=== button_conditioner ===
`src/rtl/button_conditioner.sv`:
```
// Push-button front end: 2-flop synchronizers, per-button debounce FSMs with press pulses,
// and a single-entry command register with valid/ack handshake. Define AUTO_REPEAT_EN for held-button auto-repeat.
module button_conditioner #(
    parameter int NUM_BTN       = 5,
    parameter int DEBOUNCE_BITS = 17,
    parameter int REPEAT_DELAY  = 50_000_000,
    parameter int REPEAT_PERIOD = 10_000_000
) (
    input  logic               clock,
    input  logic               reset,
    input  logic [NUM_BTN-1:0] btn_in,
    input  logic [7:0]         sw_in,
    output logic [NUM_BTN-1:0] btn_level,
    output logic [NUM_BTN-1:0] btn_press,
    output logic               cmd_valid,
    output logic [NUM_BTN-1:0] cmd_btn,
    output logic [7:0]         cmd_sw,
    input  logic               cmd_ack,
    output logic               overrun
);

    typedef enum logic [1:0] {
        LOW,
        RISE,
        HIGH,
        FALL
    } btn_state_e;

    localparam logic [DEBOUNCE_BITS-1:0] CNT_MAX = '1;

    logic [NUM_BTN-1:0] btn_meta_q;
    logic [NUM_BTN-1:0] btn_sync_q;
    logic [7:0]         sw_meta_q;
    logic [7:0]         sw_sync_q;

    always_ff @(posedge clock) begin
        if (reset) begin
            btn_meta_q <= '0;
            btn_sync_q <= '0;
            sw_meta_q  <= '0;
            sw_sync_q  <= '0;
        end else begin
            btn_meta_q <= btn_in;
            btn_sync_q <= btn_meta_q;
            sw_meta_q  <= sw_in;
            sw_sync_q  <= sw_meta_q;
        end
    end

`ifdef AUTO_REPEAT_EN
    localparam logic [31:0] RPT_FIRST = 32'(REPEAT_DELAY - 1);
    localparam logic [31:0] RPT_NEXT  = 32'(REPEAT_PERIOD - 1);
`endif

    for (genvar i = 0; i < NUM_BTN; i++) begin : g_btn
        btn_state_e               state_q;
        logic [DEBOUNCE_BITS-1:0] cnt_q;
        logic                     level_q;
        logic                     press_q;
`ifdef AUTO_REPEAT_EN
        logic [31:0]              rpt_cnt_q;
        logic                     rpt_first_q;
`endif

        // A level change is accepted only after the synchronized input has held the new value for the full counter span.
        always_ff @(posedge clock) begin
            if (reset) begin
                state_q     <= LOW;
                cnt_q       <= '0;
                level_q     <= 1'b0;
                press_q     <= 1'b0;
`ifdef AUTO_REPEAT_EN
                rpt_cnt_q   <= '0;
                rpt_first_q <= 1'b1;
`endif
            end else begin
                press_q <= 1'b0;
                case (state_q)
                    LOW: begin
                        if (btn_sync_q[i]) begin
                            state_q <= RISE;
                            cnt_q   <= '0;
                        end
                    end
                    RISE: begin
                        if (!btn_sync_q[i]) begin
                            state_q <= LOW;
                        end else if (cnt_q == CNT_MAX) begin
                            state_q     <= HIGH;
                            level_q     <= 1'b1;
                            press_q     <= 1'b1;
`ifdef AUTO_REPEAT_EN
                            rpt_cnt_q   <= '0;
                            rpt_first_q <= 1'b1;
`endif
                        end else begin
                            cnt_q <= cnt_q + 1'b1;
                        end
                    end
                    HIGH: begin
                        if (!btn_sync_q[i]) begin
                            state_q <= FALL;
                            cnt_q   <= '0;
                        end
`ifdef AUTO_REPEAT_EN
                        else if (rpt_cnt_q == (rpt_first_q ? RPT_FIRST : RPT_NEXT)) begin
                            press_q     <= 1'b1;
                            rpt_cnt_q   <= '0;
                            rpt_first_q <= 1'b0;
                        end else begin
                            rpt_cnt_q <= rpt_cnt_q + 32'd1;
                        end
`endif
                    end
                    FALL: begin
                        if (btn_sync_q[i]) begin
                            state_q     <= HIGH;
`ifdef AUTO_REPEAT_EN
                            rpt_cnt_q   <= '0;
                            rpt_first_q <= 1'b1;
`endif
                        end else if (cnt_q == CNT_MAX) begin
                            state_q <= LOW;
                            level_q <= 1'b0;
                        end else begin
                            cnt_q <= cnt_q + 1'b1;
                        end
                    end
                    default: begin
                        state_q <= LOW;
                    end
                endcase
            end
        end

        assign btn_level[i] = level_q;
        assign btn_press[i] = press_q;
    end

    logic               cmd_valid_q, cmd_valid_d;
    logic [NUM_BTN-1:0] cmd_btn_q, cmd_btn_d;
    logic [7:0]         cmd_sw_q, cmd_sw_d;
    logic               overrun_q, overrun_d;
    logic [NUM_BTN-1:0] first_press;

    // Isolates the lowest set bit, which is the highest-priority button.
    assign first_press = btn_press & (-btn_press);

    always_comb begin
        cmd_valid_d = cmd_valid_q;
        cmd_btn_d   = cmd_btn_q;
        cmd_sw_d    = cmd_sw_q;
        overrun_d   = overrun_q;
        if (|btn_press) begin
            if (!cmd_valid_q || cmd_ack) begin
                cmd_valid_d = 1'b1;
                cmd_btn_d   = first_press;
                cmd_sw_d    = sw_sync_q;
                if ((btn_press & ~first_press) != '0) begin
                    overrun_d = 1'b1;
                end
            end else begin
                overrun_d = 1'b1;
            end
        end else if (cmd_ack) begin
            cmd_valid_d = 1'b0;
        end
    end

    always_ff @(posedge clock) begin
        if (reset) begin
            cmd_valid_q <= 1'b0;
            cmd_btn_q   <= '0;
            cmd_sw_q    <= '0;
            overrun_q   <= 1'b0;
        end else begin
            cmd_valid_q <= cmd_valid_d;
            cmd_btn_q   <= cmd_btn_d;
            cmd_sw_q    <= cmd_sw_d;
            overrun_q   <= overrun_d;
        end
    end

    assign cmd_valid = cmd_valid_q;
    assign cmd_btn   = cmd_btn_q;
    assign cmd_sw    = cmd_sw_q;
    assign overrun   = overrun_q;

endmodule

```
`config.mk`:
```
export PLATFORM = sky130hd
export DESIGN_NAME = button_conditioner
export DESIGN_NICKNAME = d
export VERILOG_FILES = /design/src/rtl/button_conditioner.sv
export SDC_FILE = /design/constraint.sdc
export NUM_CORES = 1
export LEC_CHECK = 0
export CAP_MARGIN = 40
export CORE_MARGIN = 2
export CORE_UTILIZATION = 36
export CTS_BUF_LIST = sky130_fd_sc_hd__clkbuf_8
export DETAILED_ROUTE_END_ITERATION = 7
export HOLD_SLACK_MARGIN = 0.08
export PLACE_DENSITY_LB_ADDON = 0.15
export SKIP_CTS_REPAIR_TIMING = 1
export SYNTH_ARGS = -nofsm -noshare
export SYNTH_HDL_FRONTEND = slang
export SYNTH_SLANG_ARGS = --single-unit
```
`constraint.sdc`:
```
create_clock -name clock -period 2.96 [get_ports clock]
set_input_delay 0.592 -clock clock [delete_from_list [all_inputs] [get_ports clock]]
set_output_delay 0.592 -clock clock [all_outputs]
set_load 0.01 [all_outputs]
```
=== i2c_target ===
$ cat src/rtl/i2c_target.sv
// I2C target responder: oversamples SCL/SDA, matches a 7-bit address, streams
// write bytes out on rx_* and fetches read bytes over tx_*; SDA is pull-low only.
`timescale 1ns/1ps
module i2c_target #(
  parameter logic [6:0] DEV_ADDR    = 7'h50,
  parameter int         SYNC_STAGES = 2
) (
  input  logic       clk,
  input  logic       reset_n,
  input  logic       scl_i,
  input  logic       sda_i,
  output logic       sda_oe,
  output logic [7:0] rx_data,
  output logic       rx_valid,
  input  logic       rx_ready,
  input  logic [7:0] tx_data,
  output logic       tx_req,
  output logic       busy,
  output logic       addr_match
);

  typedef enum logic [2:0] {
    IDLE,
    ADDR,
    ADDR_ACK,
    RX_DATA,
    RX_ACK,
    TX_DATA,
    TX_ACK,
    WAIT_STOP
  } state_t;

  state_t                 state;
  logic [SYNC_STAGES-1:0] scl_sync;
  logic [SYNC_STAGES-1:0] sda_sync;
  logic                   scl_lvl;
  logic                   sda_lvl;
  logic                   scl_rise;
  logic                   scl_fall;
  logic                   sda_rise;
  logic                   sda_fall;
  logic                   start_det;
  logic                   stop_det;
  logic [2:0]             bit_cnt;
  logic [6:0]             shift;
  logic [6:0]             tx_shift;
  logic                   rw;
  logic                   ack;
  logic                   phase;

  // Synchronizers, edge-detect level registers and registered edge strobes.
  always_ff @(posedge clk) begin
    if (!reset_n) begin
      scl_sync <= {SYNC_STAGES{1'b1}};
      sda_sync <= {SYNC_STAGES{1'b1}};
      scl_lvl  <= 1'b1;
      sda_lvl  <= 1'b1;
      scl_rise <= 1'b0;
      scl_fall <= 1'b0;
      sda_rise <= 1'b0;
      sda_fall <= 1'b0;
    end else begin
      scl_sync <= {scl_sync[SYNC_STAGES-2:0], scl_i};
      sda_sync <= {sda_sync[SYNC_STAGES-2:0], sda_i};
      scl_lvl  <= scl_sync[SYNC_STAGES-1];
      sda_lvl  <= sda_sync[SYNC_STAGES-1];
      scl_rise <= scl_sync[SYNC_STAGES-1] & ~scl_lvl;
      scl_fall <= ~scl_sync[SYNC_STAGES-1] & scl_lvl;
      sda_rise <= sda_sync[SYNC_STAGES-1] & ~sda_lvl;
      sda_fall <= ~sda_sync[SYNC_STAGES-1] & sda_lvl;
    end
  end

  // An SDA edge only counts as START/STOP when SCL was steadily high (no SCL edge alongside).
  assign start_det = sda_fall & scl_lvl & ~scl_rise & ~scl_fall;
  assign stop_det  = sda_rise & scl_lvl & ~scl_rise & ~scl_fall;

  // Protocol FSM; ACK windows use 'phase' to span exactly one SCL low-to-low period.
  always_ff @(posedge clk) begin
    if (!reset_n) begin
      state      <= IDLE;
      bit_cnt    <= 3'd0;
      shift      <= 7'd0;
      tx_shift   <= 7'd0;
      rw         <= 1'b0;
      ack        <= 1'b0;
      phase      <= 1'b0;
      sda_oe     <= 1'b0;
      rx_data    <= 8'd0;
      rx_valid   <= 1'b0;
      tx_req     <= 1'b0;
      busy       <= 1'b0;
      addr_match <= 1'b0;
    end else begin
      rx_valid <= 1'b0;
      tx_req   <= 1'b0;
      if (start_det) begin
        state      <= ADDR;
        bit_cnt    <= 3'd0;
        shift      <= 7'd0;
        phase      <= 1'b0;
        sda_oe     <= 1'b0;
        addr_match <= 1'b0;
      end else if (stop_det) begin
        state      <= IDLE;
        phase      <= 1'b0;
        sda_oe     <= 1'b0;
        busy       <= 1'b0;
        addr_match <= 1'b0;
      end else begin
        case (state)
          IDLE: begin
            sda_oe <= 1'b0;
          end
          ADDR: begin
            if (scl_rise) begin
              shift   <= {shift[5:0], sda_lvl};
              bit_cnt <= bit_cnt + 3'd1;
              if (bit_cnt == 3'd7) begin
                // General call (0x00) is never acknowledged.
                if ((shift == DEV_ADDR) && (shift != 7'h00)) begin
                  state <= ADDR_ACK;
                  rw    <= sda_lvl;
                  busy  <= 1'b1;
                end else begin
                  state <= WAIT_STOP;
                end
              end
            end
          end
          ADDR_ACK: begin
            if (scl_fall) begin
              if (!phase) begin
                phase      <= 1'b1;
                sda_oe     <= 1'b1;
                addr_match <= 1'b1;
              end else begin
                phase <= 1'b0;
                if (rw) begin
                  state    <= TX_DATA;
                  tx_req   <= 1'b1;
                  tx_shift <= tx_data[6:0];
                  sda_oe   <= ~tx_data[7];
                  bit_cnt  <= 3'd1;
                end else begin
                  state  <= RX_DATA;
                  sda_oe <= 1'b0;
                end
              end
            end
          end
          RX_DATA: begin
            if (scl_rise) begin
              shift   <= {shift[5:0], sda_lvl};
              bit_cnt <= bit_cnt + 3'd1;
              if (bit_cnt == 3'd7) begin
                rx_data  <= {shift, sda_lvl};
                rx_valid <= 1'b1;
                ack      <= rx_ready;
                state    <= RX_ACK;
              end
            end
          end
          RX_ACK: begin
            if (scl_fall) begin
              if (!phase) begin
                phase  <= 1'b1;
                sda_oe <= ack;
              end else begin
                phase  <= 1'b0;
                sda_oe <= 1'b0;
                state  <= ack ? RX_DATA : WAIT_STOP;
              end
            end
          end
          TX_DATA: begin
            // bit_cnt counts bits already presented; wrapping to 0 means the byte is out.
            if (scl_fall) begin
              if (bit_cnt == 3'd0) begin
                sda_oe <= 1'b0;
                state  <= TX_ACK;
              end else begin
                sda_oe   <= ~tx_shift[6];
                tx_shift <= {tx_shift[5:0], 1'b0};
                bit_cnt  <= bit_cnt + 3'd1;
              end
            end
          end
          TX_ACK: begin
            if (scl_rise) begin
              if (sda_lvl) begin
                state <= WAIT_STOP;
              end else begin
                phase <= 1'b1;
              end
            end else if (scl_fall && phase) begin
              phase    <= 1'b0;
              state    <= TX_DATA;
              tx_req   <= 1'b1;
              tx_shift <= tx_data[6:0];
              sda_oe   <= ~tx_data[7];
              bit_cnt  <= 3'd1;
            end
          end
          WAIT_STOP: begin
            sda_oe <= 1'b0;
          end
          default: begin
            state  <= IDLE;
            sda_oe <= 1'b0;
          end
        endcase
      end
    end
  end

endmodule

$ cat config.mk
export PLATFORM = sky130hd
export DESIGN_NAME = i2c_target
export DESIGN_NICKNAME = d
export VERILOG_FILES = /design/src/rtl/i2c_target.sv
export SDC_FILE = /design/constraint.sdc
export NUM_CORES = 1
export LEC_CHECK = 0
export CORE_ASPECT_RATIO = 1.1
export CORE_MARGIN = 2
export CORE_UTILIZATION = 45
export DETAILED_ROUTE_END_ITERATION = 12
export GPL_TIMING_DRIVEN = 0
export PLACE_DENSITY = 0.67
export SLEW_MARGIN = 10
export SYNTH_ARGS = -nofsm -noshare
export SYNTH_HDL_FRONTEND = slang
export SYNTH_SLANG_ARGS = --single-unit
$ cat constraint.sdc
create_clock -name clk -period 2 [get_ports clk]
set_input_delay 0.6 -clock clk [delete_from_list [all_inputs] [get_ports clk]]
set_output_delay 0.6 -clock clk [all_outputs]
set_load 0.05 [all_outputs]
=== fp_addsub_sched ===
--- src/rtl/fp_sched_pkg.sv ---
// Shared types for the fp_addsub scheduler: in-flight tag layout and op encoding.
package fp_sched_pkg;

  localparam int TAG_ID_W = 3;  // sized for the largest supported requester count (8)

  localparam logic ADD = 1'b0;
  localparam logic SUB = 1'b1;

  typedef struct packed {
    logic                valid;
    logic [TAG_ID_W-1:0] id;
  } tag_t;

endpackage

--- src/rtl/rr_arbiter.sv ---
// Round-robin arbiter: one-hot grant searched from an internal pointer, pointer moves past the winner.
module rr_arbiter #(
  parameter int N = 4
) (
  input  logic         clk,
  input  logic         rst_n,
  input  logic [N-1:0] req,
  input  logic         en,
  input  logic         adv,
  output logic [N-1:0] gnt
);

  localparam int PW = (N > 1) ? $clog2(N) : 1;

  logic [PW-1:0] ptr;
  logic [PW-1:0] gnt_idx;
  logic [PW:0]   pos;
  logic          found;

  always_comb begin
    gnt     = '0;
    gnt_idx = '0;
    found   = 1'b0;
    pos     = '0;
    for (int k = 0; k < N; k++) begin
      pos = {1'b0, ptr} + (PW+1)'(k);
      if (pos >= (PW+1)'(N)) pos = pos - (PW+1)'(N);
      if (en && !found && req[pos[PW-1:0]]) begin
        gnt[pos[PW-1:0]] = 1'b1;
        gnt_idx          = pos[PW-1:0];
        found            = 1'b1;
      end
    end
  end

  // wrap is explicit so non-power-of-two N works
  always_ff @(posedge clk or negedge rst_n) begin
    if (!rst_n) begin
      ptr <= '0;
    end else if (adv && found) begin
      if (gnt_idx == PW'(N-1)) ptr <= '0;
      else                     ptr <= gnt_idx + 1'b1;
    end
  end

endmodule

--- src/rtl/fp_addsub_sched.sv ---
// Shares one pipelined fp_addsub between NUM_REQ requesters; a tag pipeline routes results back.
module fp_addsub_sched
  import fp_sched_pkg::*;
#(
  parameter int NUM_REQ = 4,
  parameter int LATENCY = 3,
  parameter int DATA_W  = 32
) (
  input  logic                      clk_i,
  input  logic                      rst_ni,
  input  logic                      enable_i,
  input  logic [NUM_REQ-1:0]        req_valid_i,
  output logic [NUM_REQ-1:0]        req_ready_o,
  input  logic [NUM_REQ-1:0]        req_addsub_i,
  input  logic [NUM_REQ*DATA_W-1:0] req_a_i,
  input  logic [NUM_REQ*DATA_W-1:0] req_b_i,
  output logic                      fpu_addsub_o,
  output logic [DATA_W-1:0]         fpu_a_o,
  output logic [DATA_W-1:0]         fpu_b_o,
  input  logic [DATA_W-1:0]         fpu_result_i,
  output logic [NUM_REQ-1:0]        rsp_valid_o,
  output logic [DATA_W-1:0]         rsp_result_o,
  output logic                      busy_o
);

  logic [NUM_REQ-1:0]  gnt;
  logic                hs;
  logic [TAG_ID_W-1:0] gnt_id;
  logic [DATA_W-1:0]   sel_a, sel_b;
  logic                sel_op;
  tag_t                tag_p [LATENCY];

  rr_arbiter #(.N(NUM_REQ)) u_arb (
    .clk  (clk_i),
    .rst_n(rst_ni),
    .req  (req_valid_i),
    .en   (enable_i),
    .adv  (hs),
    .gnt  (gnt)
  );

  assign req_ready_o = gnt;
  assign hs          = |gnt;

  always_comb begin
    sel_a  = '0;
    sel_b  = '0;
    sel_op = ADD;
    gnt_id = '0;
    for (int i = 0; i < NUM_REQ; i++) begin
      if (gnt[i]) begin
        sel_a  = req_a_i[i*DATA_W +: DATA_W];
        sel_b  = req_b_i[i*DATA_W +: DATA_W];
        sel_op = req_addsub_i[i];
        gnt_id = TAG_ID_W'(i);
      end
    end
  end

  // issue stage: operands to the unit, tag enters stage 0
  always_ff @(posedge clk_i or negedge rst_ni) begin
    if (!rst_ni) begin
      fpu_a_o      <= '0;
      fpu_b_o      <= '0;
      fpu_addsub_o <= ADD;
      for (int i = 0; i < LATENCY; i++) tag_p[i] <= '0;
    end else begin
      if (hs) begin
        fpu_a_o      <= sel_a;
        fpu_b_o      <= sel_b;
        fpu_addsub_o <= sel_op;
      end
      tag_p[0] <= '{valid: hs, id: gnt_id};
      for (int i = 1; i < LATENCY; i++) tag_p[i] <= tag_p[i-1];
    end
  end

  // response stage: tail tag qualifies the unit's result
  always_comb begin
    busy_o       = 1'b0;
    rsp_result_o = fpu_result_i;
    for (int i = 0; i < LATENCY; i++) busy_o = busy_o | tag_p[i].valid;
    for (int i = 0; i < NUM_REQ; i++)
      rsp_valid_o[i] = tag_p[LATENCY-1].valid && (tag_p[LATENCY-1].id == TAG_ID_W'(i));
  end

endmodule

--- config.mk ---
export PLATFORM = sky130hd
export DESIGN_NAME = fp_addsub_sched
export DESIGN_NICKNAME = d
export VERILOG_FILES = /design/src/rtl/fp_sched_pkg.sv /design/src/rtl/rr_arbiter.sv /design/src/rtl/fp_addsub_sched.sv
export SDC_FILE = /design/constraint.sdc
export NUM_CORES = 1
export LEC_CHECK = 0
export CAP_MARGIN = 20
export CORE_AREA = 3 3 156 158
export CTS_BUF_LIST = sky130_fd_sc_hd__clkbuf_2
export CTS_CLUSTER_DIAMETER = 80
export DETAILED_ROUTE_END_ITERATION = 10
export DIE_AREA = 0 0 159 161
export SLEW_MARGIN = 20
export SYNTH_ARGS = -nofsm -noshare
export SYNTH_HDL_FRONTEND = slang
export SYNTH_HIERARCHICAL = 1
export SYNTH_SLANG_ARGS = --single-unit
--- constraint.sdc ---
create_clock -name clk_i -period 4.5 [get_ports clk_i]
set_input_delay 0.9 -clock clk_i [delete_from_list [all_inputs] [get_ports clk_i]]
set_output_delay 0.9 -clock clk_i [all_outputs]
set_load 0.005 [all_outputs]
Fig. 1: fp_addsub_sched, sequential cells coloured by netlist name
Other sequential cells in the stronger grey, the rest of the logic in the fainter grey.
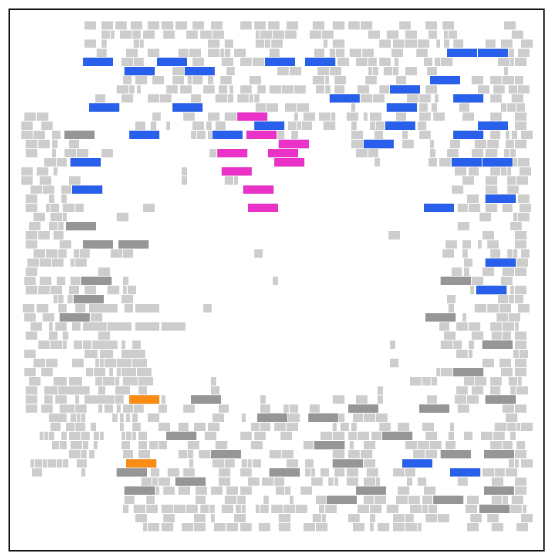
tag_p -> magenta  # sequential cells 9, where north
fpu_b_o -> blue  # sequential cells 32
u_arb/ptr -> orange  # sequential cells 2
not coloured = 33
flip-flop and latch share of the layout cell area: 21.1%
FF/Latch Area: 0.00190 sq mm
Power Sequential: 1.27 mW

Fig. 2: fp_addsub_sched, M2 wires
Cells faint in the background.
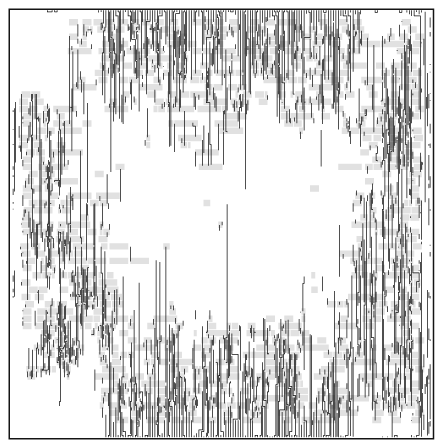
nets with wire on the layer = 989
main direction = vertical
longest straight run = 71.6 um
wire length on this layer = 11400 um
share of all routed wire = 50%
met2 layer usage reported by global route: 29.9%
via count: 5870
Routed WL: 22900 um

==> run summary, fp_addsub_sched <==
Summary of the current implementation state.

- The capture point of the critical path was reported as req_ready_o[2].
- The run finished with clean final reports.
- The area added between synthesis and finish is 65.5%, for reference.
- The clock tree synthesis step divided the H-tree into 3 levels.
- The placed instances occupy a cell area of 0.00889 sq mm.
- The top cell types in the final layout, fill and taps aside, are clkdlybuf4s50_1 (339), nand2_1 (79), dfrtp_1 (76), a21oi_1 (68), nand3b_1 (66).
- For reference, the mux area share after synthesis is 2.11%.
- For this floorplan the total number of well-tap instances is 319.
- For the completed layout, the total cell area is recorded as 0.00903 sq mm.
- Of the total power, the share spent switching nets is 41.6%.
- STA classifies the critical path startpoint as an input pin.
- The die boundary height is 161 um, for reference.
- The number of nets still failing antenna checks after routing is 0, for reference.
- The launching point of the worst reg2reg path is u_arb/ptr[0], for reference.
- Hold is met by 0.301 ns.
- In this run the cell area of the synthesized design comes to 0.00546 sq mm.
- The analysis attributes to net switching a power of 2.54 mW.
- Entering global routing, the biggest net connects 75 pins.
- The share of the core filled with cells is 38.8%, for reference.
- The worst-case IR drop observed on VDD is 0.000657 V.
- The fraction of final cell area spent on non-clock buffers in this run is 40.3%.
## fp_addsub_sched: repair_timing
item / 4_1_cts / 5_1_grt
resized: 0 / 3
setup buffers: 0 / 4
setup endpoints to repair: 0 / 4
## fp_addsub_sched: metal layers
metal  global-route usage (%)  wire length, um
met2                     29.9            11400
met5                        0                0
met4                     5.09              488
met1                     20.8             9550
met3                     4.80             1520
## fp_addsub_sched: Yosys cell counts, types with 2 or more instances
library cell	n	share of area [%]
a32oi_1	2	0.32
nand2_1	82	5.6
inv_1	6	0.41
buf_2	25	2.3
a221o_1	65	12
buf_6	8	1.7
nand2b_1	2	0.23
clkbuf_1	27	1.9
nor2_1	7	0.48
dfrtp_1	76	35
mux2i_1	4	0.73
a21oi_1	68	6.2
a222oi_1	4	0.73
and3_1	2	0.23
nor3_1	3	0.28
nand3_1	3	0.28
ha_1	8	1.8
a32o_1	2	0.37
buf_4	35	4.8
nand3b_1	66	9.1
o22a_1	65	10
buf_1	2	0.14
nor3b_1	2	0.28
mux2_2	3	0.62
o21ai_0	4	0.37
## fp_addsub_sched: flip-flops by register name, summed over array words and instances, names as in the netlist
register / flops
fpu_a_o: 32
tag_p: 9
fpu_addsub_o: 1
u_arb/ptr: 2
fpu_b_o: 32
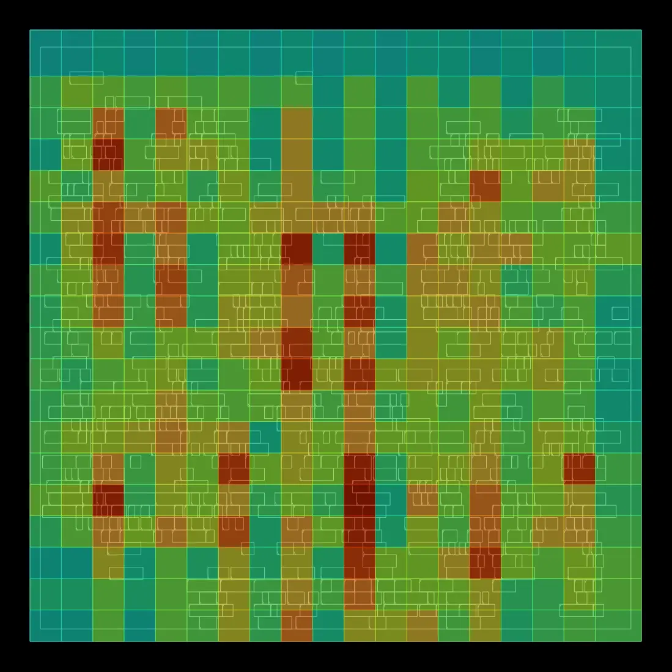
Fig. 3. Track usage over the die (button_conditioner).
met1 Track Usage GR: 17.0%
Global Route met3 Usage: 4.31%
share of the core filled with cells: 42.7%
grt peak-use layer: met2
global router's overall resource usage: 13.9%

Fig. 4: button_conditioner, gate-type map
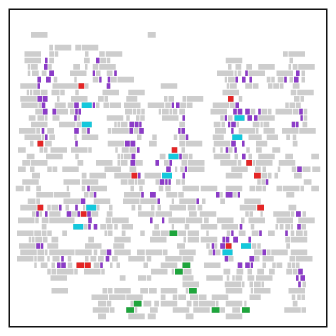
multiplexers -> green  # cells 8, where south
AND-OR and OR-AND gates -> red  # cells 13
NAND gates -> purple  # cells 135
adder and majority cells -> cyan  # cells 10

==> run summary, button_conditioner <==
Summary of the current implementation state.

- The critical path goes through ha_1 -> and2_1 -> nand3_1 -> nor3_1 -> ha_1 -> and2_1 -> or4b_1 -> or4_1 -> a21oi_1.
- The largest cell class by area is logic gates.
- The main area contributors are dfxtp_1 (48%), a21oi_1 (5.7%), nand2_1 (4.2%), nand4_1 (3.3%), or4_1 (3.1%).
- The wire length per cell is 12.6 um, for reference.
- The sink count of the clock tree is 146, for reference.
- The TritonCTS clock tree is yes, for reference.
- The register area is 0.00292 sq mm, for reference.
- The layout sequential cell count is 146, for reference.
- 494 cells are multi-input combinational gates.
- The yosys synthesis warning count is 0, for reference.
- The worst-path maximum fanout is 9, for reference.
- The startpoint class of the critical path is a register, for reference.
- The upper clock frequency limit is 385 MHz, for reference.
- The run finished with clean final reports.
- Clock buffers in the final layout number 20.
- The net count after synthesis is 719, for reference.
- The sum of negative setup slack is 0 ns, for reference.
- The number of hold-slack violations in the final timing report is 0, for reference.
- The x dimension of the die is 134 um, for reference.
- The global-route wire length before repair is 20500 um, for reference.
- The final setup violation count is 0, for reference.
- In the final run the clock tree shows a worst skew of 0.0116 ns.
- Entering global routing, the biggest net connects 36 pins.
- At the end of the flow, the number of nets in the layout was 749.
- The routed design could run at a clock period as short as 2.60 ns.
- Yosys reports a chip area of 0.00611 sq mm.
- In the Yosys report, the sequential cells make up 47.8% of the chip area.
- On the critical path the largest part of the delay comes from simple AND/OR/NAND/NOR gates.
- In this run the critical register-to-register path is captured at g_btn[4].cnt_q[13].
button_conditioner: cells by family after synthesis:
logic type | synth area share, %
and+or+nand+nor | 26.8
DFF | 47.8
AOI/OAI and AO/OA | 12.6
buffers and inverters | 3.95
xor gates and xnor gates | 5.57
adders and majority gates | 2.05
muxes | 1.31
button_conditioner: metal layers:
| layer | vias up | share of wire (%) | wire [um] | track usage [%] |
|---|---|---|---|---|
| met1 | 2292 | 49 | 5820 | 17.0 |
| met5 | - | 0 | 0 | 0 |
| met4 | 0 | 0.73 | 88 | 4.91 |
| met2 | 57 | 48 | 5710 | 23.2 |
| li1 | 2531 | - | - | - |
| met3 | 7 | 3.2 | 379 | 4.31 |
button_conditioner: where the power goes:
part	switching, mW	leakage (nW)	internal (mW)	total, mW
sequential	0.0143	1.18	1.99	2.00
clock	0.713	0.221	0.888	1.60
combinational	0.0665	1.03	0.0550	0.122
total	0.794	2.43	2.93	3.73
button_conditioner: cells in the mapped netlist, drive strengths merged (13+ instances only):
library cell	instances
dfxtp	146
a21oi	70
nand2	69
nor2	46
nand4	32
nand3	31
nor2b	27
or4	25
o21ai	24
or3	24
xor2	22
buf	18
clkbuf	18
o31ai	18
inv	17
xnor2	16
nor3	13
Fig. 5: i2c_target, sequential cells coloured by netlist name
Other sequential cells in the stronger grey, the rest of the logic in the fainter grey.
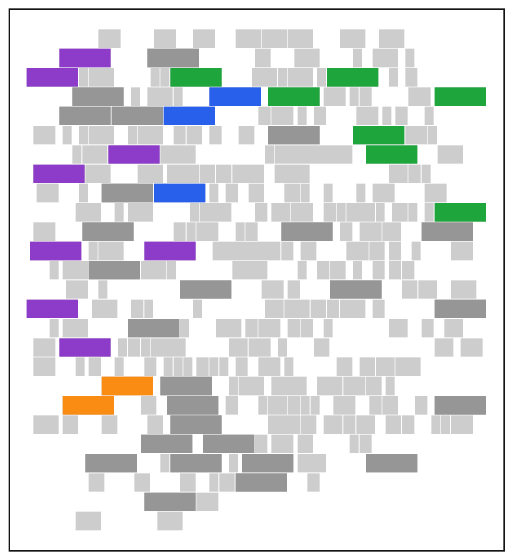
bit_cnt -> blue  # sequential cells 3
sda_sync -> orange  # sequential cells 2
rx_data -> purple  # sequential cells 8
tx_shift -> green  # sequential cells 7
not coloured = 26
flip-flop and latch share of the layout cell area: 36.2%
Power Sequential: 0.928 mW
share of the core filled with cells: 55.5%

==> run summary, i2c_target <==
Summary of the current implementation state.

- The first global-routing pass estimated 7830 um of wire.
- The run finished with clean final reports.
- In this run the remaining antenna-violating nets after routing total 0.
- The layout report lists the combined flip-flop and latch area as 921 sq um.
- The XOR/XNOR share of the synthesized area is 0%, for reference.
- The final cell count without fillers is 332, for reference.
- The wire-length estimate of the detail-placed layout is 3100 um.
- The sequential share of power is 53.7%, for reference.
- The met1 capacity usage during global routing is 23.8%, for reference.
- The clock period minus worst slack is 1.85 ns, for reference.
- Walking the worst path, the cells encountered are clkdlybuf4s50_1 -> clkbuf_1 -> nand2_1 -> nor3_1.
- The count of different cell masters after synthesis is 47, for reference.
- The final global-route overflow total is 0, for reference.
- The worst-case headroom to the max-slew limit is 64.7%, for reference.
- The met3 wire length is 154 um, for reference.
- Summing the areas of all and, or, nand and nor instances in the mapped netlist gives 25.6% of the synthesized area.
- The final critical-path share of the clock period is 92.7%, for reference.
- The path class of the tightest hold or removal check is register to register.
- The routability congestion estimate is 0.845, for reference.
- STA classifies the critical path startpoint as an input pin.
- In this run, the synthesized area fraction spent on AND-OR/OR-AND gates is recorded as 16.6%.
- Once placement finished, the instance area stood at 0.00245 sq mm.
- The worst-case reg-to-reg setup slack stands at 0.17 ns.
- The total routing resource utilization after global routing is 17.9%, for reference.
- The data arrival time of the critical path is 2.09 ns, for reference.
- The script computed the net switching share of total power as 22.4%.
- The slowest cell on the critical path is clkdlybuf4s50_1, for reference.
- The routed design shows a wire length per standard cell of 13.5 um.
- The final route contains 1803 vias.
- The share of Yosys cell area claimed by the top area cell type is 43.3%, for reference.
- Per STA, the worst path accumulates the most delay in the family buffers and inverters.
- The x dimension of the die is 69.6 um, for reference.
- The length of routed met2 wiring is 2100 um, for reference.
- The share of the core filled by cells before placement is 46.4%, for reference.
- The dominant power group is sequential cells, for reference.
- The number of placement rows is 26, for reference.
-- i2c_target: registers in the layout, summed over array words and instances, names as in the netlist --
signal	flops
ack	1
addr_match	1
bit_cnt	3
busy	1
phase	1
rw	1
rx_data	8
rx_valid	1
scl_fall	1
scl_lvl	1
scl_rise	1
scl_sync	2
sda_fall	1
sda_lvl	1
sda_oe	1
sda_rise	1
sda_sync	2
shift	7
state	3
tx_req	1
tx_shift	7
-- i2c_target: final timing paths --
| kind | startpoint | endpoint | cells after the start |
|---|---|---|---|
| worst max-delay path | reset_n | bit_cnt[0] | 4 |
| worst min-delay path | scl_sync[0] | scl_sync[1] | 1 |
| worst max register to register | state[1] | rx_data[5] | 6 |
| worst min register to register | scl_sync[0] | scl_sync[1] | 1 |
-- i2c_target: final cells by class --
| cell class | count | area share (%) |
|---|---|---|
| sequential | 46 | 36.2 |
| buffer | 15 | 2.95 |
| multi-input combinational | 175 | 43.5 |
| clock buffer | 5 | 2.70 |
| tap | 56 | 2.75 |
| inverter | 7 | 1.03 |
| clock inverter | 3 | 1.72 |
| timing repair buffer | 25 | 9.19 |

==> notes/layouts.md <==
Pictures saved along the way, in no particular order.

Metal 3.
picture 1
Bar = 20 um.
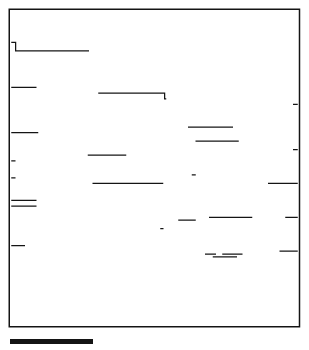
picture 2
Bar = 50 um.
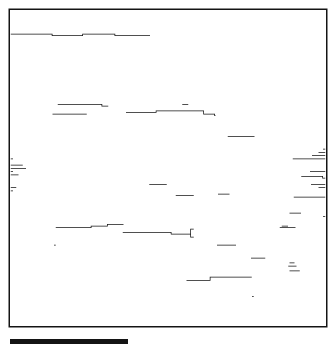
picture 3
Bar = 50 um.
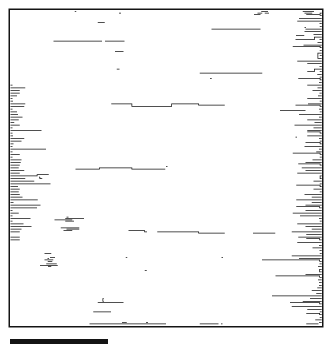
Picture 2 comes from button_conditioner.
Picture 1 comes from i2c_target.
Picture 3 comes from fp_addsub_sched.
Of these, largest die: picture 3

Key to picture 2:
nets with wire on the layer = 28
wire length on this layer = 379 um
share of all routed wire = 3.2%
main direction = horizontal


Power and IR drop assume default switching activity.
